# block 1

Block 1, routed clock nets over the placement:
Scale bar: 50 um.
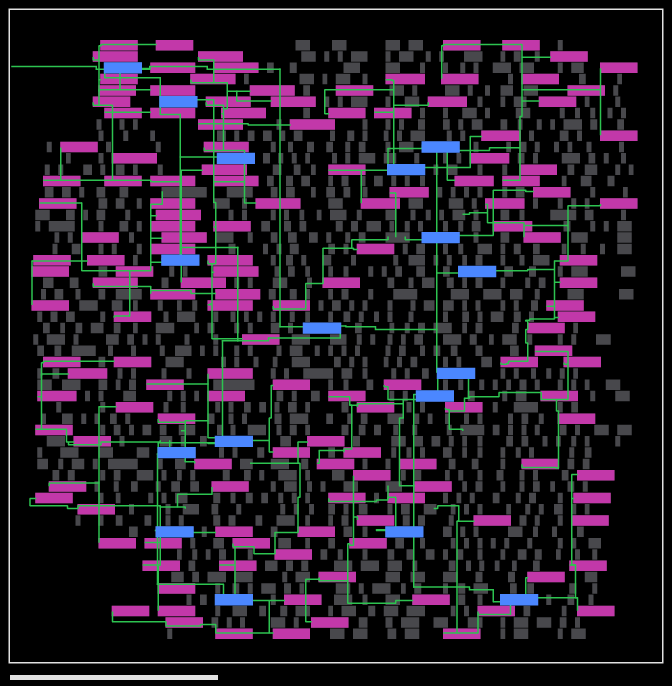

`src/rtl/uart_shell_pkg.sv`:
```
// Shared definitions for the UART command-line shell: FSM states,
// character constants and a constant-foldable clog2.
package uart_shell_pkg;

    typedef enum logic [3:0] {
        ST_PROMPT,
        ST_RECV,
        ST_ERASE,
        ST_TERM,
        ST_CMD,
        ST_WAIT_MSG,
        ST_MSG_RD,
        ST_MSG_TX,
        ST_TAIL
    } shell_state_t;

    localparam logic [7:0] CH_CR  = 8'h0D;
    localparam logic [7:0] CH_LF  = 8'h0A;
    localparam logic [7:0] CH_BS  = 8'h08;
    localparam logic [7:0] CH_DEL = 8'h7F;
    localparam logic [7:0] CH_BEL = 8'h07;
    localparam logic [7:0] CH_SP  = 8'h20;
    localparam logic [7:0] CH_TIL = 8'h7E;

    // Smallest r with 2**r >= v (0 for v <= 1).
    function automatic int clog2(input int v);
        int r;
        r = 0;
        while ((1 << r) < v) r++;
        return r;
    endfunction

endpackage

```
`src/rtl/uart_byte_fifo.sv`:
```
// Small byte FIFO between uart_rx and the shell FSM. A push while full is
// ignored, so the oldest bytes survive; the caller sees full to flag loss.
module uart_byte_fifo
    import uart_shell_pkg::*;
#(
    parameter int DEPTH = 4
) (
    input  logic       clk,
    input  logic       rst,
    input  logic       push,
    input  logic [7:0] wdata,
    input  logic       pop,
    output logic [7:0] rdata,
    output logic       full,
    output logic       empty
);
    localparam int AW = clog2(DEPTH);

    logic [7:0]  mem [DEPTH];
    logic [AW:0] wp;
    logic [AW:0] rp;

    assign empty = (wp == rp);
    assign full  = (wp[AW] != rp[AW]) && (wp[AW-1:0] == rp[AW-1:0]);
    assign rdata = mem[rp[AW-1:0]];

    // Pointer update; extra MSB distinguishes full from empty.
    always_ff @(posedge clk or posedge rst) begin
        if (rst) begin
            wp <= '0;
            rp <= '0;
        end else begin
            if (push && !full) wp <= wp + 1'b1;
            if (pop && !empty) rp <= rp + 1'b1;
        end
    end

    // Storage, no reset needed: pointers define validity.
    always_ff @(posedge clk) begin
        if (push && !full) mem[wp[AW-1:0]] <= wdata;
    end

endmodule

```
`src/rtl/uart_rx.sv`:
```
// 8N1 UART receiver: two-flop synchroniser, mid-bit sampling, one-cycle
// rx_valid pulse per byte with a good stop bit.
module uart_rx
    import uart_shell_pkg::*;
#(
    parameter int CLKS_PER_BIT = 104
) (
    input  logic       clk,
    input  logic       rst,
    input  logic       rx,
    output logic       rx_valid,
    output logic [7:0] rx_data
);
    localparam int CW = clog2(CLKS_PER_BIT) + 1;

    logic [1:0]    sync;
    logic          busy;
    logic [CW-1:0] cnt;
    logic [3:0]    bit_idx;
    logic [7:0]    sh;

    // Start detect, then sample every bit period; bit 0 is the start bit.
    always_ff @(posedge clk or posedge rst) begin
        if (rst) begin
            sync     <= 2'b11;
            busy     <= 1'b0;
            cnt      <= '0;
            bit_idx  <= '0;
            sh       <= '0;
            rx_valid <= 1'b0;
            rx_data  <= '0;
        end else begin
            sync     <= {sync[0], rx};
            rx_valid <= 1'b0;
            if (!busy) begin
                if (!sync[1]) begin
                    busy    <= 1'b1;
                    cnt     <= CW'(CLKS_PER_BIT / 2 - 1);
                    bit_idx <= '0;
                end
            end else if (cnt != '0) begin
                cnt <= cnt - 1'b1;
            end else begin
                cnt     <= CW'(CLKS_PER_BIT - 1);
                bit_idx <= bit_idx + 4'd1;
                if (bit_idx == 4'd0) begin
                    if (sync[1]) busy <= 1'b0;   // glitch, not a start bit
                end else if (bit_idx == 4'd9) begin
                    busy     <= 1'b0;
                    rx_valid <= sync[1];
                    rx_data  <= sh;
                end else begin
                    sh <= {sync[1], sh[7:1]};
                end
            end
        end
    end

endmodule

```
`src/rtl/uart_tx.sv`:
```
// 8N1 UART transmitter. tx_busy rises the cycle after tx_start and falls
// once the stop bit has been on the line for a full bit period.
module uart_tx
    import uart_shell_pkg::*;
#(
    parameter int CLKS_PER_BIT = 104
) (
    input  logic       clk,
    input  logic       rst,
    input  logic       tx_start,
    input  logic [7:0] tx_data,
    output logic       tx_busy,
    output logic       tx
);
    localparam int CW = clog2(CLKS_PER_BIT) + 1;

    logic [9:0]    shreg;
    logic [CW-1:0] cnt;
    logic [3:0]    bit_idx;

    // Line is the LSB of the frame register; ones shift in behind the frame.
    assign tx = shreg[0];

    // Frame shifter: load on start, advance one bit per bit period.
    always_ff @(posedge clk or posedge rst) begin
        if (rst) begin
            shreg   <= '1;
            cnt     <= '0;
            bit_idx <= '0;
            tx_busy <= 1'b0;
        end else if (!tx_busy) begin
            if (tx_start) begin
                shreg   <= {1'b1, tx_data, 1'b0};
                cnt     <= '0;
                bit_idx <= '0;
                tx_busy <= 1'b1;
            end
        end else if (cnt == CW'(CLKS_PER_BIT - 1)) begin
            cnt     <= '0;
            shreg   <= {1'b1, shreg[9:1]};
            bit_idx <= bit_idx + 4'd1;
            if (bit_idx == 4'd9) tx_busy <= 1'b0;
        end else begin
            cnt <= cnt + 1'b1;
        end
    end

endmodule

```
`src/rtl/uart_line_shell.sv`:
```
// UART command-line front end: prompt, edited line capture with echo into
// the RX buffer region, command pulse, then reply from the TX region.
module uart_line_shell
    import uart_shell_pkg::*;
#(
    parameter int CLK_FREQ   = 12000000,
    parameter int BAUD       = 115200,
    parameter int LEN        = 128,
    parameter int ADDR_W     = 8,
    parameter int RXSTR_BASE = 0,
    parameter int TXSTR_BASE = 128,
    parameter int PROMPT_LEN = 2,
    parameter logic [8*PROMPT_LEN-1:0] PROMPT = "$ ",
    parameter bit CRLF_OUT   = 1'b1,
    parameter bit MSG_START  = 1'b0,
    parameter int FIFO_DEPTH = 4
) (
    input  logic              clk,
    input  logic              rst,
    input  logic              RX,
    output logic              TX,
    output logic              cmd_valid,
    output logic [ADDR_W:0]   cmd_len,
    output logic              cmd_ovf,
    output logic              rx_lost,
    output logic              msg_ready,
    input  logic              msg_valid,
    input  logic [ADDR_W:0]   msg_len,
    output logic [ADDR_W-1:0] addr,
    output logic [7:0]        din,
    input  logic [7:0]        dout,
    output logic              we
);
    localparam int CPB = CLK_FREQ / BAUD;
    localparam logic [ADDR_W:0]   LEN_C  = (ADDR_W+1)'(LEN);
    localparam logic [ADDR_W:0]   ONE    = (ADDR_W+1)'(1);
    localparam logic [ADDR_W-1:0] RX_BASE = ADDR_W'(RXSTR_BASE);
    localparam logic [ADDR_W-1:0] TX_BASE = ADDR_W'(TXSTR_BASE);

    shell_state_t    state, state_nx;
    logic [3:0]      k, k_nx;              // index within multi-byte sends
    logic [ADDR_W:0] n, n_nx;              // stored line length
    logic [ADDR_W:0] len_q, len_nx;        // clamped reply length
    logic [ADDR_W:0] idx, idx_nx;          // reply byte index
    logic [ADDR_W:0] cmd_len_nx;
    logic            cmd_ovf_nx;
    logic            ovf, ovf_nx;
    logic            lf_skip, lf_skip_nx;
    logic            rd_ph, rd_ph_nx;      // 0: address issued, 1: dout valid
    logic [7:0]      rd_byte, rd_byte_nx;

    logic            tx_start, tx_busy, tx_pend, tx_idle;
    logic [7:0]      tx_byte, prompt_byte;
    logic            rx_valid;
    logic [7:0]      rx_data;
    logic            f_pop, f_full, f_empty;
    logic [7:0]      f_rdata;

    uart_rx #(.CLKS_PER_BIT(CPB)) u_rx (
        .clk(clk), .rst(rst), .rx(RX), .rx_valid(rx_valid), .rx_data(rx_data)
    );

    uart_byte_fifo #(.DEPTH(FIFO_DEPTH)) u_fifo (
        .clk(clk), .rst(rst), .push(rx_valid), .wdata(rx_data), .pop(f_pop),
        .rdata(f_rdata), .full(f_full), .empty(f_empty)
    );

    uart_tx #(.CLKS_PER_BIT(CPB)) u_tx (
        .clk(clk), .rst(rst), .tx_start(tx_start), .tx_data(tx_byte),
        .tx_busy(tx_busy), .tx(TX)
    );

    // tx_busy lags tx_start by one cycle; tx_pend covers that gap.
    assign tx_idle = !tx_busy && !tx_pend;

    // Prompt byte k, most significant byte first.
    always_comb begin
        prompt_byte = 8'h00;
        for (int j = 0; j < PROMPT_LEN; j++)
            if (k == 4'(j)) prompt_byte = PROMPT[8*(PROMPT_LEN-1-j) +: 8];
    end

    // Next-state, buffer port and single tx_start mux.
    always_comb begin
        state_nx   = state;
        k_nx       = k;
        n_nx       = n;
        len_nx     = len_q;
        idx_nx     = idx;
        ovf_nx     = ovf;
        lf_skip_nx = lf_skip;
        rd_ph_nx   = rd_ph;
        rd_byte_nx = rd_byte;
        cmd_len_nx = cmd_len;
        cmd_ovf_nx = cmd_ovf;
        tx_start   = 1'b0;
        tx_byte    = 8'h00;
        f_pop      = 1'b0;
        we         = 1'b0;
        addr       = '0;
        din        = 8'h00;
        msg_ready  = 1'b0;
        cmd_valid  = 1'b0;
        case (state)
            ST_PROMPT: if (tx_idle) begin
                if (k == 4'(PROMPT_LEN)) begin
                    state_nx = ST_RECV;
                    k_nx     = '0;
                    n_nx     = '0;
                end else begin
                    tx_start = 1'b1;
                    tx_byte  = prompt_byte;
                    k_nx     = k + 4'd1;
                end
            end
            ST_RECV: if (tx_idle && !f_empty) begin
                f_pop      = 1'b1;
                lf_skip_nx = 1'b0;
                if (f_rdata >= CH_SP && f_rdata <= CH_TIL) begin
                    tx_start = 1'b1;
                    if (n < LEN_C) begin
                        we      = 1'b1;
                        addr    = RX_BASE + n[ADDR_W-1:0];
                        din     = f_rdata;
                        tx_byte = f_rdata;
                        n_nx    = n + ONE;
                    end else begin
                        ovf_nx  = 1'b1;
                        tx_byte = CH_BEL;
                    end
                end else if (f_rdata == CH_BS || f_rdata == CH_DEL) begin
                    if (n != '0) begin
                        n_nx     = n - ONE;
                        state_nx = ST_ERASE;
                        k_nx     = '0;
                    end
                end else if (f_rdata == CH_CR) begin
                    state_nx   = ST_TERM;
                    k_nx       = '0;
                    lf_skip_nx = 1'b1;
                end else if (f_rdata == CH_LF && !lf_skip) begin
                    state_nx = ST_TERM;
                    k_nx     = '0;
                end
            end
            ST_ERASE: if (tx_idle) begin
                if (k == 4'd3) begin
                    state_nx = ST_RECV;
                end else begin
                    tx_start = 1'b1;
                    tx_byte  = (k == 4'd1) ? CH_SP : CH_BS;
                    k_nx     = k + 4'd1;
                end
            end
            ST_TERM: if (tx_idle) begin
                if (k == 4'd2) begin
                    k_nx = '0;
                    if (n == '0 && !ovf) begin
                        state_nx = ST_PROMPT;
                    end else begin
                        state_nx   = ST_CMD;
                        cmd_len_nx = n;
                        cmd_ovf_nx = ovf;
                    end
                end else begin
                    tx_start = 1'b1;
                    tx_byte  = (k == 4'd1) ? CH_LF : CH_CR;
                    k_nx     = k + 4'd1;
                end
            end
            ST_CMD: begin
                cmd_valid = 1'b1;
                ovf_nx    = 1'b0;
                state_nx  = ST_WAIT_MSG;
            end
            ST_WAIT_MSG: begin
                msg_ready = 1'b1;
                if (msg_valid) begin
                    len_nx   = (msg_len > LEN_C) ? LEN_C : msg_len;
                    idx_nx   = '0;
                    k_nx     = '0;
                    rd_ph_nx = 1'b0;
                    state_nx = (msg_len == '0) ? ST_TAIL : ST_MSG_RD;
                end
            end
            ST_MSG_RD: begin
                addr = TX_BASE + idx[ADDR_W-1:0];
                if (!rd_ph) begin
                    rd_ph_nx = 1'b1;
                end else begin
                    rd_byte_nx = dout;
                    rd_ph_nx   = 1'b0;
                    state_nx   = ST_MSG_TX;
                end
            end
            ST_MSG_TX: if (tx_idle) begin
                tx_start = 1'b1;
                tx_byte  = rd_byte;
                idx_nx   = idx + ONE;
                k_nx     = '0;
                state_nx = (idx + ONE == len_q) ? ST_TAIL : ST_MSG_RD;
            end
            ST_TAIL: begin
                if (!CRLF_OUT) begin
                    state_nx = ST_PROMPT;
                    k_nx     = '0;
                end else if (tx_idle) begin
                    if (k == 4'd2) begin
                        state_nx = ST_PROMPT;
                        k_nx     = '0;
                    end else begin
                        tx_start = 1'b1;
                        tx_byte  = (k == 4'd1) ? CH_LF : CH_CR;
                        k_nx     = k + 4'd1;
                    end
                end
            end
            default: state_nx = ST_PROMPT;
        endcase
    end

    // FSM state and line/reply registers.
    always_ff @(posedge clk or posedge rst) begin
        if (rst) begin
            state   <= MSG_START ? ST_WAIT_MSG : ST_PROMPT;
            k       <= '0;
            n       <= '0;
            len_q   <= '0;
            idx     <= '0;
            ovf     <= 1'b0;
            lf_skip <= 1'b0;
            rd_ph   <= 1'b0;
            rd_byte <= 8'h00;
            cmd_len <= '0;
            cmd_ovf <= 1'b0;
        end else begin
            state   <= state_nx;
            k       <= k_nx;
            n       <= n_nx;
            len_q   <= len_nx;
            idx     <= idx_nx;
            ovf     <= ovf_nx;
            lf_skip <= lf_skip_nx;
            rd_ph   <= rd_ph_nx;
            rd_byte <= rd_byte_nx;
            cmd_len <= cmd_len_nx;
            cmd_ovf <= cmd_ovf_nx;
        end
    end

    // Start handshake tracking and sticky RX loss flag (a new loss wins over clear).
    always_ff @(posedge clk or posedge rst) begin
        if (rst) begin
            tx_pend <= 1'b0;
            rx_lost <= 1'b0;
        end else begin
            tx_pend <= tx_start;
            if (rx_valid && f_full) rx_lost <= 1'b1;
            else if (cmd_valid)     rx_lost <= 1'b0;
        end
    end

endmodule

```
`config.mk`:
```
export PLATFORM = sky130hd
export DESIGN_NAME = uart_line_shell
export DESIGN_NICKNAME = d
export VERILOG_FILES = /design/src/rtl/uart_shell_pkg.sv /design/src/rtl/uart_byte_fifo.sv /design/src/rtl/uart_rx.sv /design/src/rtl/uart_tx.sv /design/src/rtl/uart_line_shell.sv
export SDC_FILE = /design/constraint.sdc
export NUM_CORES = 1
export LEC_CHECK = 0
export ABC_AREA = 1
export ABC_CLOCK_PERIOD_IN_PS = 5600
export CELL_PAD_IN_SITES_DETAIL_PLACEMENT = 2
export CELL_PAD_IN_SITES_GLOBAL_PLACEMENT = 2
export CORE_MARGIN = 5
export CORE_UTILIZATION = 39
export DETAILED_ROUTE_END_ITERATION = 10
export GPL_ROUTABILITY_DRIVEN = 0
export PLACE_DENSITY = 0.92
export SYNTH_ARGS = -nofsm -noshare
export SYNTH_HDL_FRONTEND = slang
export SYNTH_HIERARCHICAL = 1
export SYNTH_SLANG_ARGS = --single-unit
export TNS_END_PERCENT = 10
```
`constraint.sdc`:
```
create_clock -name clk -period 5.6 [get_ports clk]
set_clock_uncertainty 0.05 [all_clocks]
set_input_delay 0.56 -clock clk [delete_from_list [all_inputs] [get_ports clk]]
set_output_delay 0.56 -clock clk [all_outputs]
set_load 0.01 [all_outputs]
```
# block 2

File: config.mk
export PLATFORM = sky130hd
export DESIGN_NAME = uart_rx_axis
export DESIGN_NICKNAME = d
export VERILOG_FILES = /design/src/rtl/uart_rx_axis.sv
export SDC_FILE = /design/constraint.sdc
export NUM_CORES = 1
export LEC_CHECK = 0
export ABC_AREA = 1
export CORE_ASPECT_RATIO = 1.25
export CORE_MARGIN = 1.5
export CORE_UTILIZATION = 51
export DETAILED_ROUTE_END_ITERATION = 8
export GPL_TIMING_DRIVEN = 0
export PLACE_DENSITY = 0.79
export SETUP_SLACK_MARGIN = 0.02
export SYNTH_ARGS = -nofsm -noshare
export SYNTH_HDL_FRONTEND = slang
export SYNTH_SLANG_ARGS = --single-unit
File: constraint.sdc
create_clock -name i_clk -period 1.6 [get_ports i_clk]
set_input_delay 0.32 -clock i_clk [delete_from_list [all_inputs] [get_ports i_clk]]
set_output_delay 0.32 -clock i_clk [all_outputs]
set_load 0.01 [all_outputs]
File: src/rtl/uart_rx_axis.sv
// UART receiver with configurable data width, parity and stop bits.
// Received words leave through an AXI-Stream master with a single holding register.
module uart_rx_axis #(
  parameter int CLKS_PER_BIT = 16,
  parameter int DATA_BITS    = 8,
  parameter int PARITY       = 0,
  parameter int STOP_BITS    = 1
) (
  input  logic                 i_clk,
  input  logic                 i_rst,
  input  logic                 i_rxd,
  output logic                 o_m_axis_tvalid,
  input  logic                 i_m_axis_tready,
  output logic [DATA_BITS-1:0] o_m_axis_tdata,
  output logic [1:0]           o_m_axis_tuser,
  output logic                 o_rxd_busy,
  output logic                 o_overrun
);

  localparam int CNT_W = $clog2(CLKS_PER_BIT);
  localparam int IDX_W = $clog2(DATA_BITS);
  localparam logic [CNT_W-1:0] CNT_MAX   = CNT_W'(CLKS_PER_BIT - 1);
  localparam logic [CNT_W-1:0] CNT_HALF  = CNT_W'((CLKS_PER_BIT - 1) / 2);
  localparam logic [IDX_W-1:0] IDX_MAX   = IDX_W'(DATA_BITS - 1);
  localparam logic             STOP_LAST = (STOP_BITS == 2);
  localparam logic             ODD       = (PARITY == 1);

  typedef enum logic [2:0] {
    S_IDLE, S_START, S_DATA, S_PARITY, S_STOP, S_BREAK
  } state_e;

  logic [1:0]           sync_q;
  logic                 rxs;
  state_e               state_q, state_d;
  logic [CNT_W-1:0]     cnt_q, cnt_d;
  logic [IDX_W-1:0]     idx_q, idx_d;
  logic                 stop_q, stop_d;
  logic [DATA_BITS-1:0] data_q, data_d;
  logic                 perr_q, perr_d;
  logic                 ferr_q, ferr_d;
  logic                 tvalid_q, tvalid_d;
  logic [DATA_BITS-1:0] tdata_q, tdata_d;
  logic [1:0]           tuser_q, tuser_d;
  logic                 overrun_q, overrun_d;
  logic                 bit_tick;
  logic                 frame_done;

  assign rxs = sync_q[1];

  // Synchroniser resets to the idle line level so reset release never looks like a start bit.
  always_ff @(posedge i_clk or posedge i_rst) begin
    if (i_rst) begin
      sync_q <= 2'b11;
    end else begin
      // NOTE: non-blocking assignments in clocked blocks so every flop samples pre-edge values.
      sync_q <= {sync_q[0], i_rxd};
    end
  end

  always_comb begin
    // NOTE: every combinational output gets a default first; otherwise a missed branch infers a latch.
    state_d    = state_q;
    cnt_d      = cnt_q;
    idx_d      = idx_q;
    stop_d     = stop_q;
    data_d     = data_q;
    perr_d     = perr_q;
    ferr_d     = ferr_q;
    frame_done = 1'b0;
    bit_tick   = (cnt_q == CNT_MAX);

    case (state_q)
      S_IDLE: begin
        cnt_d  = '0;
        idx_d  = '0;
        stop_d = 1'b0;
        perr_d = 1'b0;
        ferr_d = 1'b0;
        if (!rxs) state_d = S_START;
      end
      S_START: begin
        if (cnt_q == CNT_HALF) begin
          cnt_d   = '0;
          state_d = rxs ? S_IDLE : S_DATA;
        end else begin
          cnt_d = cnt_q + 1'b1;
        end
      end
      S_DATA: begin
        if (bit_tick) begin
          cnt_d         = '0;
          data_d[idx_q] = rxs;
          if (idx_q == IDX_MAX) begin
            idx_d   = '0;
            state_d = (PARITY != 0) ? S_PARITY : S_STOP;
          end else begin
            idx_d = idx_q + 1'b1;
          end
        end else begin
          cnt_d = cnt_q + 1'b1;
        end
      end
      S_PARITY: begin
        if (bit_tick) begin
          cnt_d   = '0;
          perr_d  = ((^data_q) ^ rxs) != ODD;
          state_d = S_STOP;
        end else begin
          cnt_d = cnt_q + 1'b1;
        end
      end
      S_STOP: begin
        if (bit_tick) begin
          cnt_d  = '0;
          ferr_d = ferr_q | ~rxs;
          if (stop_q == STOP_LAST) begin
            frame_done = 1'b1;
            state_d    = rxs ? S_IDLE : S_BREAK;
          end else begin
            stop_d = 1'b1;
          end
        end else begin
          cnt_d = cnt_q + 1'b1;
        end
      end
      S_BREAK: begin
        cnt_d = '0;
        if (rxs) state_d = S_IDLE;
      end
      default: state_d = S_IDLE;
    endcase
  end

  // A handshake and a new frame in the same cycle reload the holding register with no bubble.
  always_comb begin
    tvalid_d  = tvalid_q;
    tdata_d   = tdata_q;
    tuser_d   = tuser_q;
    overrun_d = 1'b0;
    if (tvalid_q && i_m_axis_tready) tvalid_d = 1'b0;
    if (frame_done) begin
      if (!tvalid_q || i_m_axis_tready) begin
        tvalid_d = 1'b1;
        tdata_d  = data_q;
        tuser_d  = {ferr_d, perr_q};
      end else begin
        overrun_d = 1'b1;
      end
    end
  end

  always_ff @(posedge i_clk or posedge i_rst) begin
    if (i_rst) begin
      state_q   <= S_IDLE;
      cnt_q     <= '0;
      idx_q     <= '0;
      stop_q    <= 1'b0;
      // NOTE: the shift register is a handful of flops, so it is reset for deterministic contents.
      data_q    <= '0;
      perr_q    <= 1'b0;
      ferr_q    <= 1'b0;
      tvalid_q  <= 1'b0;
      tdata_q   <= '0;
      tuser_q   <= '0;
      overrun_q <= 1'b0;
    end else begin
      state_q   <= state_d;
      cnt_q     <= cnt_d;
      idx_q     <= idx_d;
      stop_q    <= stop_d;
      data_q    <= data_d;
      perr_q    <= perr_d;
      ferr_q    <= ferr_d;
      tvalid_q  <= tvalid_d;
      tdata_q   <= tdata_d;
      tuser_q   <= tuser_d;
      overrun_q <= overrun_d;
    end
  end

  assign o_m_axis_tvalid = tvalid_q;
  assign o_m_axis_tdata  = tdata_q;
  assign o_m_axis_tuser  = tuser_q;
  assign o_overrun       = overrun_q;
  assign o_rxd_busy      = (state_q != S_IDLE);

endmodule

# block 3

[src/rtl/div_pkg.sv]
// Shared types and helpers for the sequential restoring divider.
package div_pkg;

    typedef enum logic [1:0] {
        IDLE,
        RUN,
        DONE
    } div_state_t;

    // Magnitude of a sign-extended operand; the most-negative value maps to its unsigned magnitude.
    function automatic logic [31:0] magnitude(input logic signed [31:0] v);
        return v[31] ? $unsigned(-v) : $unsigned(v);
    endfunction

endpackage

[src/rtl/div_step.sv]
// One combinational restoring shift-subtract step of the divider.
module div_step #(
    parameter int WIDTH = 4
) (
    input  logic [WIDTH-1:0] prem,
    input  logic             nbit,
    input  logic [WIDTH-1:0] divisor,
    output logic [WIDTH-1:0] prem_next,
    output logic             qbit
);

    logic [WIDTH:0] shifted;
    logic [WIDTH:0] trial;

    // prem < divisor always holds, so a non-negative trial never exceeds WIDTH bits
    // and its MSB alone tells whether the subtraction succeeded.
    assign shifted   = {prem, nbit};
    assign trial     = shifted - {1'b0, divisor};
    assign qbit      = ~trial[WIDTH];
    assign prem_next = qbit ? trial[WIDTH-1:0] : shifted[WIDTH-1:0];

endmodule

[src/rtl/seq_divider.sv]
// Multi-cycle signed/unsigned integer divider with a start/busy/done handshake.
module seq_divider
    import div_pkg::*;
#(
    parameter int WIDTH = 4
) (
    input  logic             clock,
    input  logic             reset,
    input  logic             start,
    input  logic             op_signed,
    input  logic [WIDTH-1:0] dividend,
    input  logic [WIDTH-1:0] divisor,
    output logic             busy,
    output logic             done,
    output logic [WIDTH-1:0] quotient,
    output logic [WIDTH-1:0] remainder,
    output logic             div_by_zero,
    output logic             overflow
);

    localparam int CW = $clog2(WIDTH + 1);
    localparam logic [CW-1:0] CNT_INIT = CW'(WIDTH);
    localparam logic [WIDTH-1:0] MOST_NEG = {1'b1, {(WIDTH-1){1'b0}}};

    div_state_t state, state_nxt;
    logic [CW-1:0] cnt;
    logic busy_nxt, done_nxt;
    logic accept, dz_in, ov_in, last_step;

    logic signed [WIDTH-1:0] dividend_s, divisor_s;
    logic [WIDTH-1:0] dvd_mag, dvs_mag;

    logic [WIDTH-1:0] prem, qsh, dvs;
    logic q_neg, r_neg, ov_pend;
    logic [WIDTH-1:0] prem_next, q_final;
    logic qbit;

    assign dividend_s = dividend;
    assign divisor_s  = divisor;
    assign dvd_mag = op_signed ? WIDTH'(magnitude(32'(dividend_s))) : dividend;
    assign dvs_mag = op_signed ? WIDTH'(magnitude(32'(divisor_s)))  : divisor;

    assign accept    = (state == IDLE) && start;
    assign dz_in     = (divisor == '0);
    assign ov_in     = op_signed && (dividend == MOST_NEG) && (&divisor);
    assign last_step = (state == RUN) && (cnt == CW'(1));
    assign q_final   = {qsh[WIDTH-2:0], qbit};

    div_step #(.WIDTH(WIDTH)) u_step (
        .prem      (prem),
        .nbit      (qsh[WIDTH-1]),
        .divisor   (dvs),
        .prem_next (prem_next),
        .qbit      (qbit)
    );

    always_comb begin
        state_nxt = state;
        unique case (state)
            IDLE: if (start) state_nxt = dz_in ? DONE : RUN;
            RUN:  if (cnt == CW'(1)) state_nxt = DONE;
            DONE: state_nxt = IDLE;
            default: state_nxt = IDLE;
        endcase
        // busy and done are registered, so they trail the state by one edge
        // except that busy rises on the accepting edge itself.
        busy_nxt = (state != IDLE) || accept;
        done_nxt = (state == DONE);
    end

    always_ff @(posedge clock or posedge reset) begin
        if (reset) begin
            state       <= IDLE;
            cnt         <= '0;
            busy        <= 1'b0;
            done        <= 1'b0;
            quotient    <= '0;
            remainder   <= '0;
            div_by_zero <= 1'b0;
            overflow    <= 1'b0;
        end else begin
            state <= state_nxt;
            busy  <= busy_nxt;
            done  <= done_nxt;
            if (accept) begin
                cnt <= dz_in ? '0 : CNT_INIT;
            end else if (state == RUN) begin
                cnt <= cnt - 1'b1;
            end
            if (accept && dz_in) begin
                quotient    <= '1;
                remainder   <= dividend;
                div_by_zero <= 1'b1;
                overflow    <= 1'b0;
            end else if (last_step) begin
                quotient    <= q_neg ? -q_final : q_final;
                remainder   <= r_neg ? -prem_next : prem_next;
                div_by_zero <= 1'b0;
                overflow    <= ov_pend;
            end
        end
    end

    // operand capture (_p0) and per-step datapath; no reset needed on data
    always_ff @(posedge clock) begin
        if (accept) begin
            prem    <= '0;
            qsh     <= dvd_mag;
            dvs     <= dvs_mag;
            q_neg   <= op_signed && (dividend[WIDTH-1] ^ divisor[WIDTH-1]);
            r_neg   <= op_signed && dividend[WIDTH-1];
            ov_pend <= ov_in;
        end else if (state == RUN) begin
            prem <= prem_next;
            qsh  <= q_final;
        end
    end

endmodule

[config.mk]
export PLATFORM = sky130hd
export DESIGN_NAME = seq_divider
export DESIGN_NICKNAME = d
export VERILOG_FILES = /design/src/rtl/div_pkg.sv /design/src/rtl/div_step.sv /design/src/rtl/seq_divider.sv
export SDC_FILE = /design/constraint.sdc
export NUM_CORES = 1
export LEC_CHECK = 0
export CORE_ASPECT_RATIO = 1.4
export CORE_MARGIN = 2
export CORE_UTILIZATION = 54
export DETAILED_ROUTE_END_ITERATION = 8
export HOLD_SLACK_MARGIN = 0.02
export PLACE_DENSITY = 0.86
export SETUP_SLACK_MARGIN = 0.2
export SLEW_MARGIN = 30
export SYNTH_ARGS = -nofsm -noshare
export SYNTH_HDL_FRONTEND = slang
export SYNTH_SLANG_ARGS = --single-unit
[constraint.sdc]
create_clock -name clock -period 3.3 [get_ports clock]
set_input_delay 0.33 -clock clock [delete_from_list [all_inputs] [get_ports clock]]
set_output_delay 0.33 -clock clock [all_outputs]
set_load 0.02 [all_outputs]
# block 4

File: src/rtl/seq_shift_add_mult.sv
// Sequential shift-and-add multiplier: retires one multiplier bit per clock.
// The start/ready handshake accepts operands. The product appears N cycles
// later together with a one-cycle done pulse.
// Optional build macro SEQ_SHIFT_ADD_MULT_SIGNED_EN selects two's-complement
// operands. When it is undefined, the operands are unsigned.
module seq_shift_add_mult #(
   parameter int unsigned M = 8,
   parameter int unsigned N = 8
) (
   input  logic           clk,
   input  logic           rst_n,
   input  logic           start_i,
   input  logic [M-1:0]   a_i,
   input  logic [N-1:0]   b_i,
   output logic           ready_o,
   output logic           busy_o,
   output logic           done_o,
   output logic [M+N-1:0] p_o
);

   localparam int unsigned W    = M + N;
   localparam int unsigned CntW = $clog2(N + 1);

   typedef enum logic {StIdle, StCalc} state_e;

   state_e          state_q, state_d;
   logic [W-1:0]    a_q, a_d;
   logic [N-1:0]    b_q, b_d;
   logic [W-1:0]    acc_q, acc_d;
   logic [CntW-1:0] cnt_q, cnt_d;
   logic [W-1:0]    p_q, p_d;
   logic            done_q, done_d;

   logic [W-1:0]    a_ext;
   logic [W-1:0]    pp;
   logic [W-1:0]    sum;
   logic            last;

`ifdef SEQ_SHIFT_ADD_MULT_SIGNED_EN
   assign a_ext = {{N{a_i[M-1]}}, a_i};
`else
   assign a_ext = {{N{1'b0}}, a_i};
`endif

   assign pp   = a_q << cnt_q;
   assign last = (cnt_q == CntW'(N - 1));

   // Accumulate the current partial product; the sign bit's weight is negative when signed.
   always_comb begin
      sum = acc_q;
      if (b_q[0]) begin
`ifdef SEQ_SHIFT_ADD_MULT_SIGNED_EN
         if (last) sum = acc_q - pp;
         else      sum = acc_q + pp;
`else
         sum = acc_q + pp;
`endif
      end
   end

   // Next-state logic: capture operands on accepted start, iterate N bits, publish on last.
   always_comb begin
      state_d = state_q;
      a_d     = a_q;
      b_d     = b_q;
      acc_d   = acc_q;
      cnt_d   = cnt_q;
      p_d     = p_q;
      done_d  = 1'b0;
      case (state_q)
         StIdle: begin
            if (start_i) begin
               state_d = StCalc;
               a_d     = a_ext;
               b_d     = b_i;
               acc_d   = '0;
               cnt_d   = '0;
            end
         end
         StCalc: begin
            acc_d = sum;
            b_d   = b_q >> 1;
            cnt_d = cnt_q + CntW'(1);
            if (last) begin
               state_d = StIdle;
               p_d     = sum;
               done_d  = 1'b1;
            end
         end
         default: state_d = StIdle;
      endcase
   end

   // State register; asynchronous reset aborts any calculation in flight.
   always_ff @(posedge clk or negedge rst_n) begin
      if (!rst_n) begin
         state_q <= StIdle;
         a_q     <= '0;
         b_q     <= '0;
         acc_q   <= '0;
         cnt_q   <= '0;
         p_q     <= '0;
         done_q  <= 1'b0;
      end else begin
         state_q <= state_d;
         a_q     <= a_d;
         b_q     <= b_d;
         acc_q   <= acc_d;
         cnt_q   <= cnt_d;
         p_q     <= p_d;
         done_q  <= done_d;
      end
   end

   assign busy_o  = (state_q == StCalc);
   assign ready_o = ~busy_o;
   assign done_o  = done_q;
   assign p_o     = p_q;

endmodule

File: config.mk
export PLATFORM = sky130hd
export DESIGN_NAME = seq_shift_add_mult
export DESIGN_NICKNAME = d
export VERILOG_FILES = /design/src/rtl/seq_shift_add_mult.sv
export SDC_FILE = /design/constraint.sdc
export NUM_CORES = 1
export LEC_CHECK = 0
export ABC_CLOCK_PERIOD_IN_PS = 5900
export CAP_MARGIN = 20
export CORE_MARGIN = 2
export CORE_UTILIZATION = 25
export CTS_CLUSTER_DIAMETER = 150
export DETAILED_ROUTE_END_ITERATION = 8
export HOLD_SLACK_MARGIN = 0.08
export PLACE_DENSITY = 0.47
export SLEW_MARGIN = 25
export SYNTH_ARGS = -nofsm -noshare
export SYNTH_HDL_FRONTEND = slang
export SYNTH_SLANG_ARGS = --single-unit
File: constraint.sdc
create_clock -name clk -period 5.9 [get_ports clk]
set_input_delay 1.18 -clock clk [delete_from_list [all_inputs] [get_ports clk]]
set_output_delay 1.18 -clock clk [all_outputs]
set_load 0.1 [all_outputs]

==> notes/layouts.md <==
Pictures saved along the way, in no particular order.

Placement by cell class.
picture 1
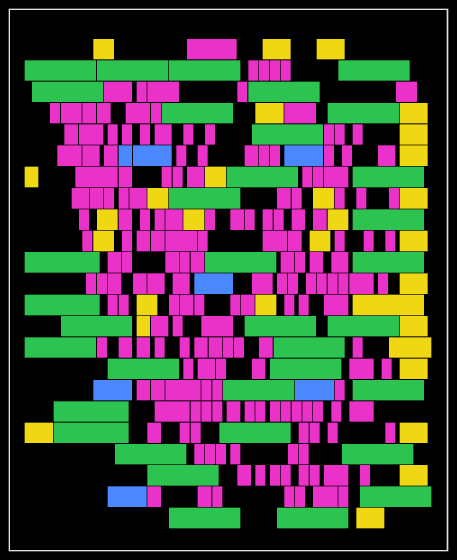
picture 2
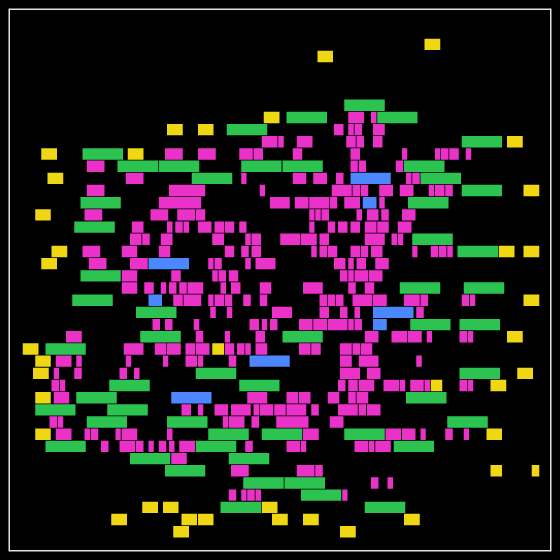
picture 3
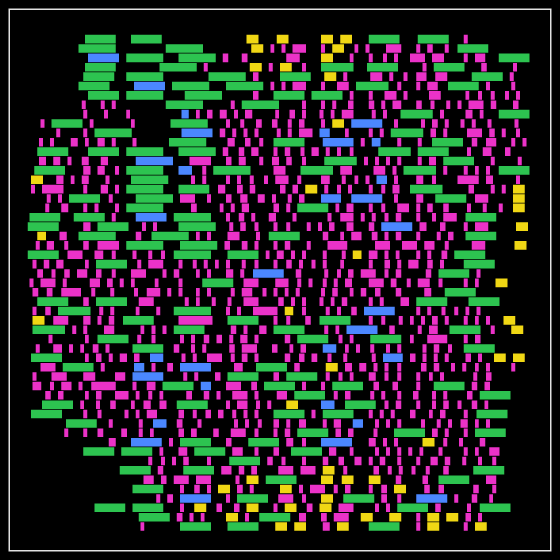
picture 4
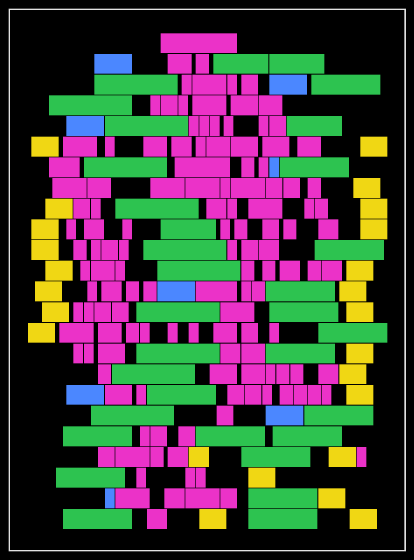
The one with the fewest cells is picture 4.
The one with the most cells is picture 3.
picture 2 -> block 4
picture 3 -> block 1
picture 4 -> block 3
picture 1 -> block 2

Key to picture 3:
Key: blue = clock drivers and dummy loads [cells 32, share of their area 6.4%]; green = registers [cells 150, share of their area 42%]; magenta = remaining logic cells [cells 847, share of their area 46%]; yellow = remaining buffers and delay cells [cells 53, share of their area 5.6%]

Block 1, supply network:
Pins as bars on the die edge. Tap cells in grey.
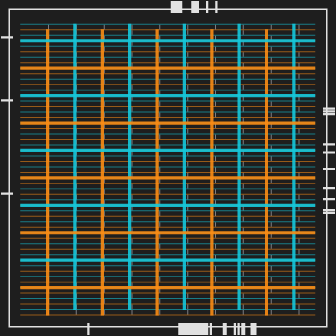
Key: orange = VSS; cyan = VDD
10 straps on met5. 10 straps on met4.

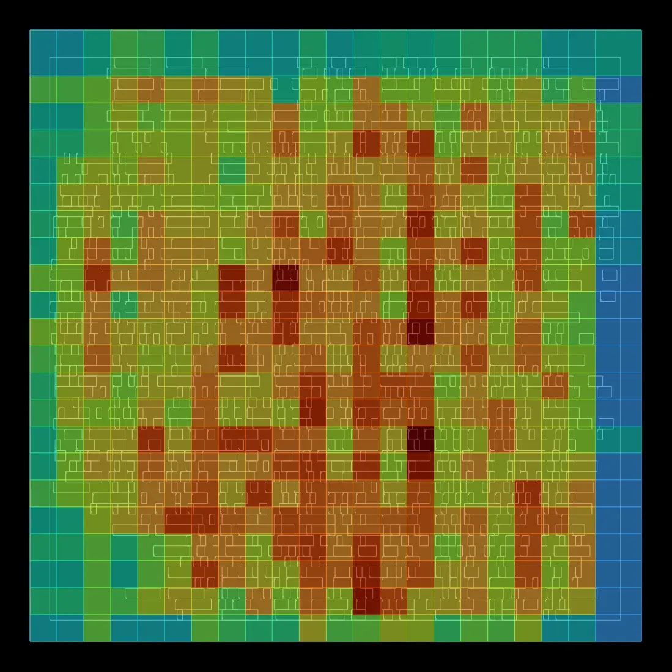
Block 1: routing congestion
routed len/inst: 22.70 um
routing usage on met2: 46.77%
GR peak layer: met2
met3 usage: 3.485%

Notes on 'routed clock nets over the placement' of block 1 above:
Key: blue = clock-net drivers [count 17]; magenta = flip-flops [count 150]; green = clock wires [length 2410 um]
Position of the flops: spread over the die.

==> run_results.csv, block 1 <==
group,metric,value,unit
run_status,status,"finished clean",
final_layout,drive_gt1_share,10.72,%
critical_path,critPathSlowestCell,"dfrtp_1",
final_layout,diodes,0,
place,port_buffers,50,
timing,hold_viol_final,0,
run,warning_count,38,
synthesis,synth_nets,1066,
critical_path,crit_path_start_kind,"flip-flop",
route,wl_met1,13000,um
route,dr.first_iter.drc_count,403,
timing,tns,0,ns
timing,fin_ws,1.011,ns
cts,hold_buffers,0,
final_layout,comb_cells,721,
final_layout,seq_area,3928,sq um
synthesis,ys_cells,1017,
synthesis,xor_share,2.415,%
critical_path,cp-endpoint,"addr[0]",
critical_path,cp_num_buf_inv,4,
global_route,use_met1,30.91,%
cts,cts-htree-levels,4,
route,drc,0,
synthesis,syn_area,8392,sq um
critical_path,critPathTopFamily,"buffers and inverters",
cts,cts_buffer_depth,2,
final_layout,inv_count,126,
floorplan,die_h,156.7,um
synthesis,synth.distinct_cells,49,
synthesis,synth-edff-count,32,
timing,fin_crit_sh,81.95,%
final_layout,fillerInstances,2357,
route,drt_wl_total,30800,um
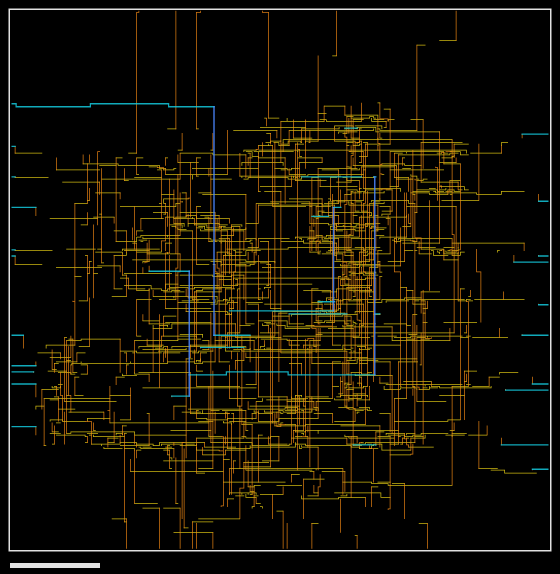
Block 4: wiring by layer
Scale bar: 20 um.
Key: orange = M2 [wire length 3930 um]; cyan = M3 [wire length 271 um]; blue = M4 [wire length 146 um]; yellow = M1 [wire length 4080 um]

==> run_results.csv, block 4 <==
group,metric,value,unit
global_route,gr-total-overflow,0,
final_layout,fillerInstances,1441,
final_layout,clock_buffers,5,
critical_path,crit_type,"flip-flop to output port",
global_route,antenna_found_initial,0,
route,antenna_left,0,
timing,fin_crit_sh,61.48,%
global_route,grt_start_max_net_pins,55,
route,drt_wl_total,8419,um
synthesis,common_cells,"dfrtp_1, nand2_1, o21ai_0",
final_layout,combGateArea,1914,sq um
synthesis,postSynthSeqShare,39.79,%
synthesis,ys_cells,362,
final_layout,lay_top_count,"dfrtp_1",
critical_path,cp-endpoint,"busy_o",
global_route,met3_usage,2.170,%
timing,tns,0,ns
timing,clock_skew,0.002769,ns
final_layout,buf_share,9.583,%
timing,period_minus_slack,3.627,ns
timing,fin_ws,2.273,ns
critical_path,crit_path_start_kind,"flip-flop",
final_layout,comb_area_share,47.30,%
critical_path,cp_num_buf_inv,1,
final_layout,drive_gt1_share,9.326,%
final_layout,final_nets,421,
floorplan,num_tap_cells,176,
global_route,grtUsageMet2,19.53,%
synthesis,ys_chip_area,3396,sq um
hold_path,hold-path-cell-count,2,
critical_path,crit_start,"busy_o",
final_layout,layout.cells.non_filler,562,
place,hpwlAfterDp,6057,um
hold_path,holdPathEnd,"p_o[6]",
hold_path,hold_start,"p_o[6]",
run_status,status,"finished clean",
final_layout,inv_count,6,
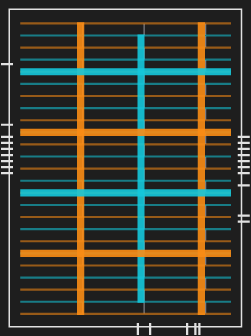
Block 3: supply network
Pins as bars on the die edge. Tap cells in grey.
Key: cyan = VDD; orange = VSS
4 straps on met5. 39 tap cells. 3 straps on met4. 25 met1 rails follow the rows. 24 signal pins sit on the boundary.

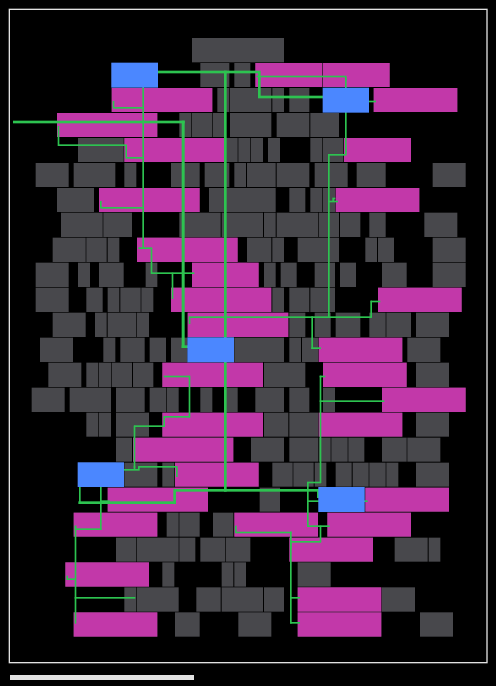
Block 3: routed clock nets over the placement
Scale bar: 20 um.
Key: blue = clock-net drivers [count 5]; magenta = flip-flops [count 32]; green = clock wires [length 387 um]
There are 6 routed clock nets.

==> run_results.csv, block 3 <==
group,metric,value,unit
floorplan,pin_count,24,
synthesis,synth-edff-count,11,
place,placed_area,1998,sq um
synthesis,synthFlopType,"dfrtp_1",
synthesis,simple_gate_area_share,13.51,%
synthesis,postSynthSeqShare,48.27,%
final_layout,combGateArea,805.8,sq um
final_layout,buf_share,11.38,%
final_layout,clock_buffers,8,
synthesis,synth.largest_area_cell,"dfrtp_1",
global_route,gr-total-overflow,0,
synthesis,ys_sh_adder,9.104,%
final_layout,nFlopsAndLatches,32,
critical_path,reg2reg_depth,12,
synthesis,ys_chip_area,1732,sq um
cts,clock.latency.late_pin,0.28,ns
timing,fmax,352.8,MHz
timing,fin_ws,0.4655,ns
final_layout,final_nets,217,
timing,hold_viol_final,0,
timing,setup_viol,0,
route,dr_wl_met2,1613,um
floorplan,initCoreUtil,55.99,%
floorplan,dieArea,3682,sq um
synthesis,xor_share,6.142,%
cts,cts_tree,"done",
final_layout,drive_gt1_share,7.216,%
cts,cts-root-buf,"clkbuf_8",
run,warning_count,28,
final_layout,clkCellAreaFrac,4.314,%
critical_path,r2r_end,"remainder[2]",
route,firstDrtPassIters,4,
synthesis,synth_nets,191,
place,pre_cts_ws,0.4630,ns
place,dp.cells,225,
critical_path,crit_type,"flip-flop to flip-flop",
critical_path,cp-endpoint,"remainder[2]",
final_layout,layout.cells.non_filler,233,
synthesis,synth.top_cell.area_share,24.57,%
run_status,status,"finished clean",
synthesis,ys_sh_aoi,12.79,%
cts,hold_buffers,0,
final_layout,lay_top_count,"clkdlybuf4s50_1",
route,drt_wl_total,3178,um
place,port_buffers,23,
final_layout,comb_cells,112,
final_layout,inv_count,18,
synthesis,netlist_logic_family_top,"simple AND/OR/NAND/NOR gates",
synthesis,ys_cells,167,
cts,cts-htree-levels,2,
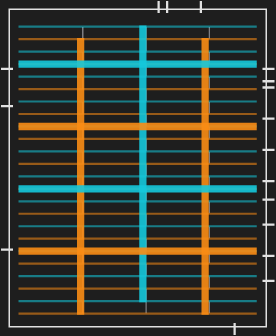
Block 2: supply network
Pins as bars on the die edge. Tap cells in grey.
Key: orange = VSS; cyan = VDD
The core has 23 rows. 4 straps on met5.

==> run_results.csv, block 2 <==
group,metric,value,unit
run_status,status,"finished clean",
global_route,first_global_vias,1291,
timing,clock_skew,0.006695,ns
final_layout,comb_area_share,35.85,%
route,drt_wl_total,3396,um
final_layout,clock_buffers,6,
route,wl_met1,1442,um
final_layout,layout.cells.non_filler,291,
final_layout,clkCellAreaFrac,3.977,%
timing,tns,0,ns
route,firstDrtPassIters,4,
synthesis,xor_share,1.976,%
synthesis,area_leaders,"dfrtp_1, nand2_1, nand3_1",
timing,worst_slew_pin_slew,0.7433,ns
final_layout,comb_cells,154,
cts,cts_tree,"done",
cts,ctsResizeCount,11,
final_layout,seq_area,880.8,sq um
cts,hold_buffers,0,
route,vias,1494,
final_layout,num-nonclk-buffers,30,
final_layout,most-common-layout-cells,"nand2_1, dfrtp_1, nand3_1, inv_1, nor2_1",
hold_path,holdPathEnd,"sync_q[1]",
synthesis,synth-edff-count,0,
critical_path,path_cells,"buf_4, nor2_4, nand2_2, inv_2, nand3_4, nor2_4, inv_4, buf_8, nand2_2, nand2_1",
cts,cts_buffer_depth,2,
floorplan,rows,23,
route,drc,0,
route,antenna_left,0,
route,dr_wl_met3,141,um
critical_path,r2r_slack,0.06,ns
synthesis,yosys_warnings,0,
timing,maxSlewViolCount,0,
final_layout,drive_gt1_share,22.44,%


## Gallery

Wiring by layer.
(a)
Scale bar: 20 um.
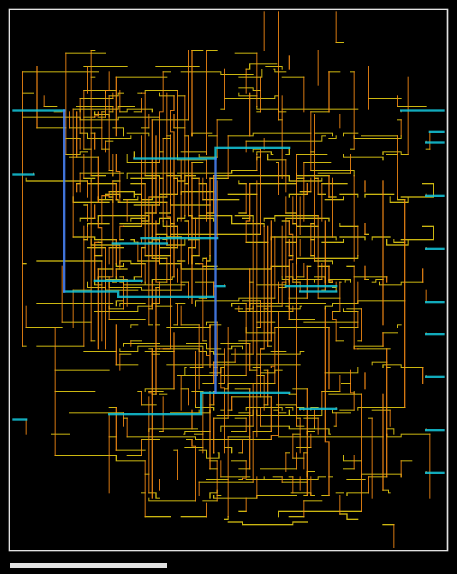
(b)
Scale bar: 20 um.
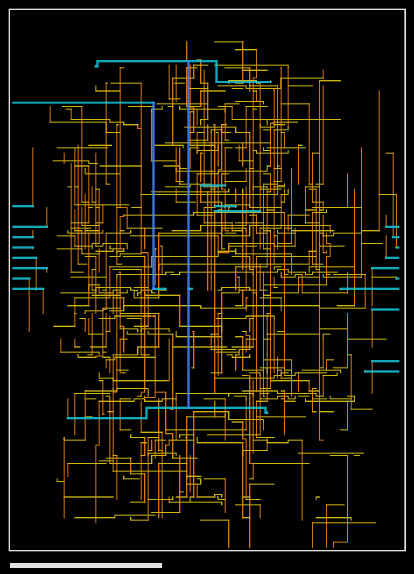
(c)
Scale bar: 50 um.
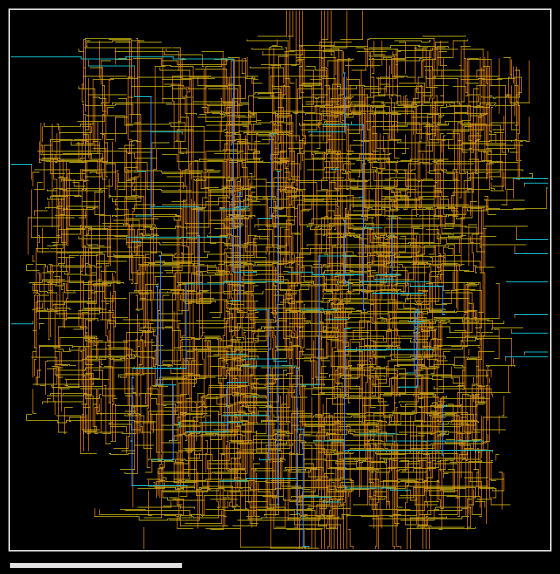
For block 1, see (c).
For block 2, see (a).
For block 3, see (b).
Of these, most wire: (c)

Key to (c):
Key: cyan = M3 [wire length 769 um]; orange = M2 [wire length 16200 um]; yellow = M1 [wire length 13000 um]; blue = M4 [wire length 802 um]

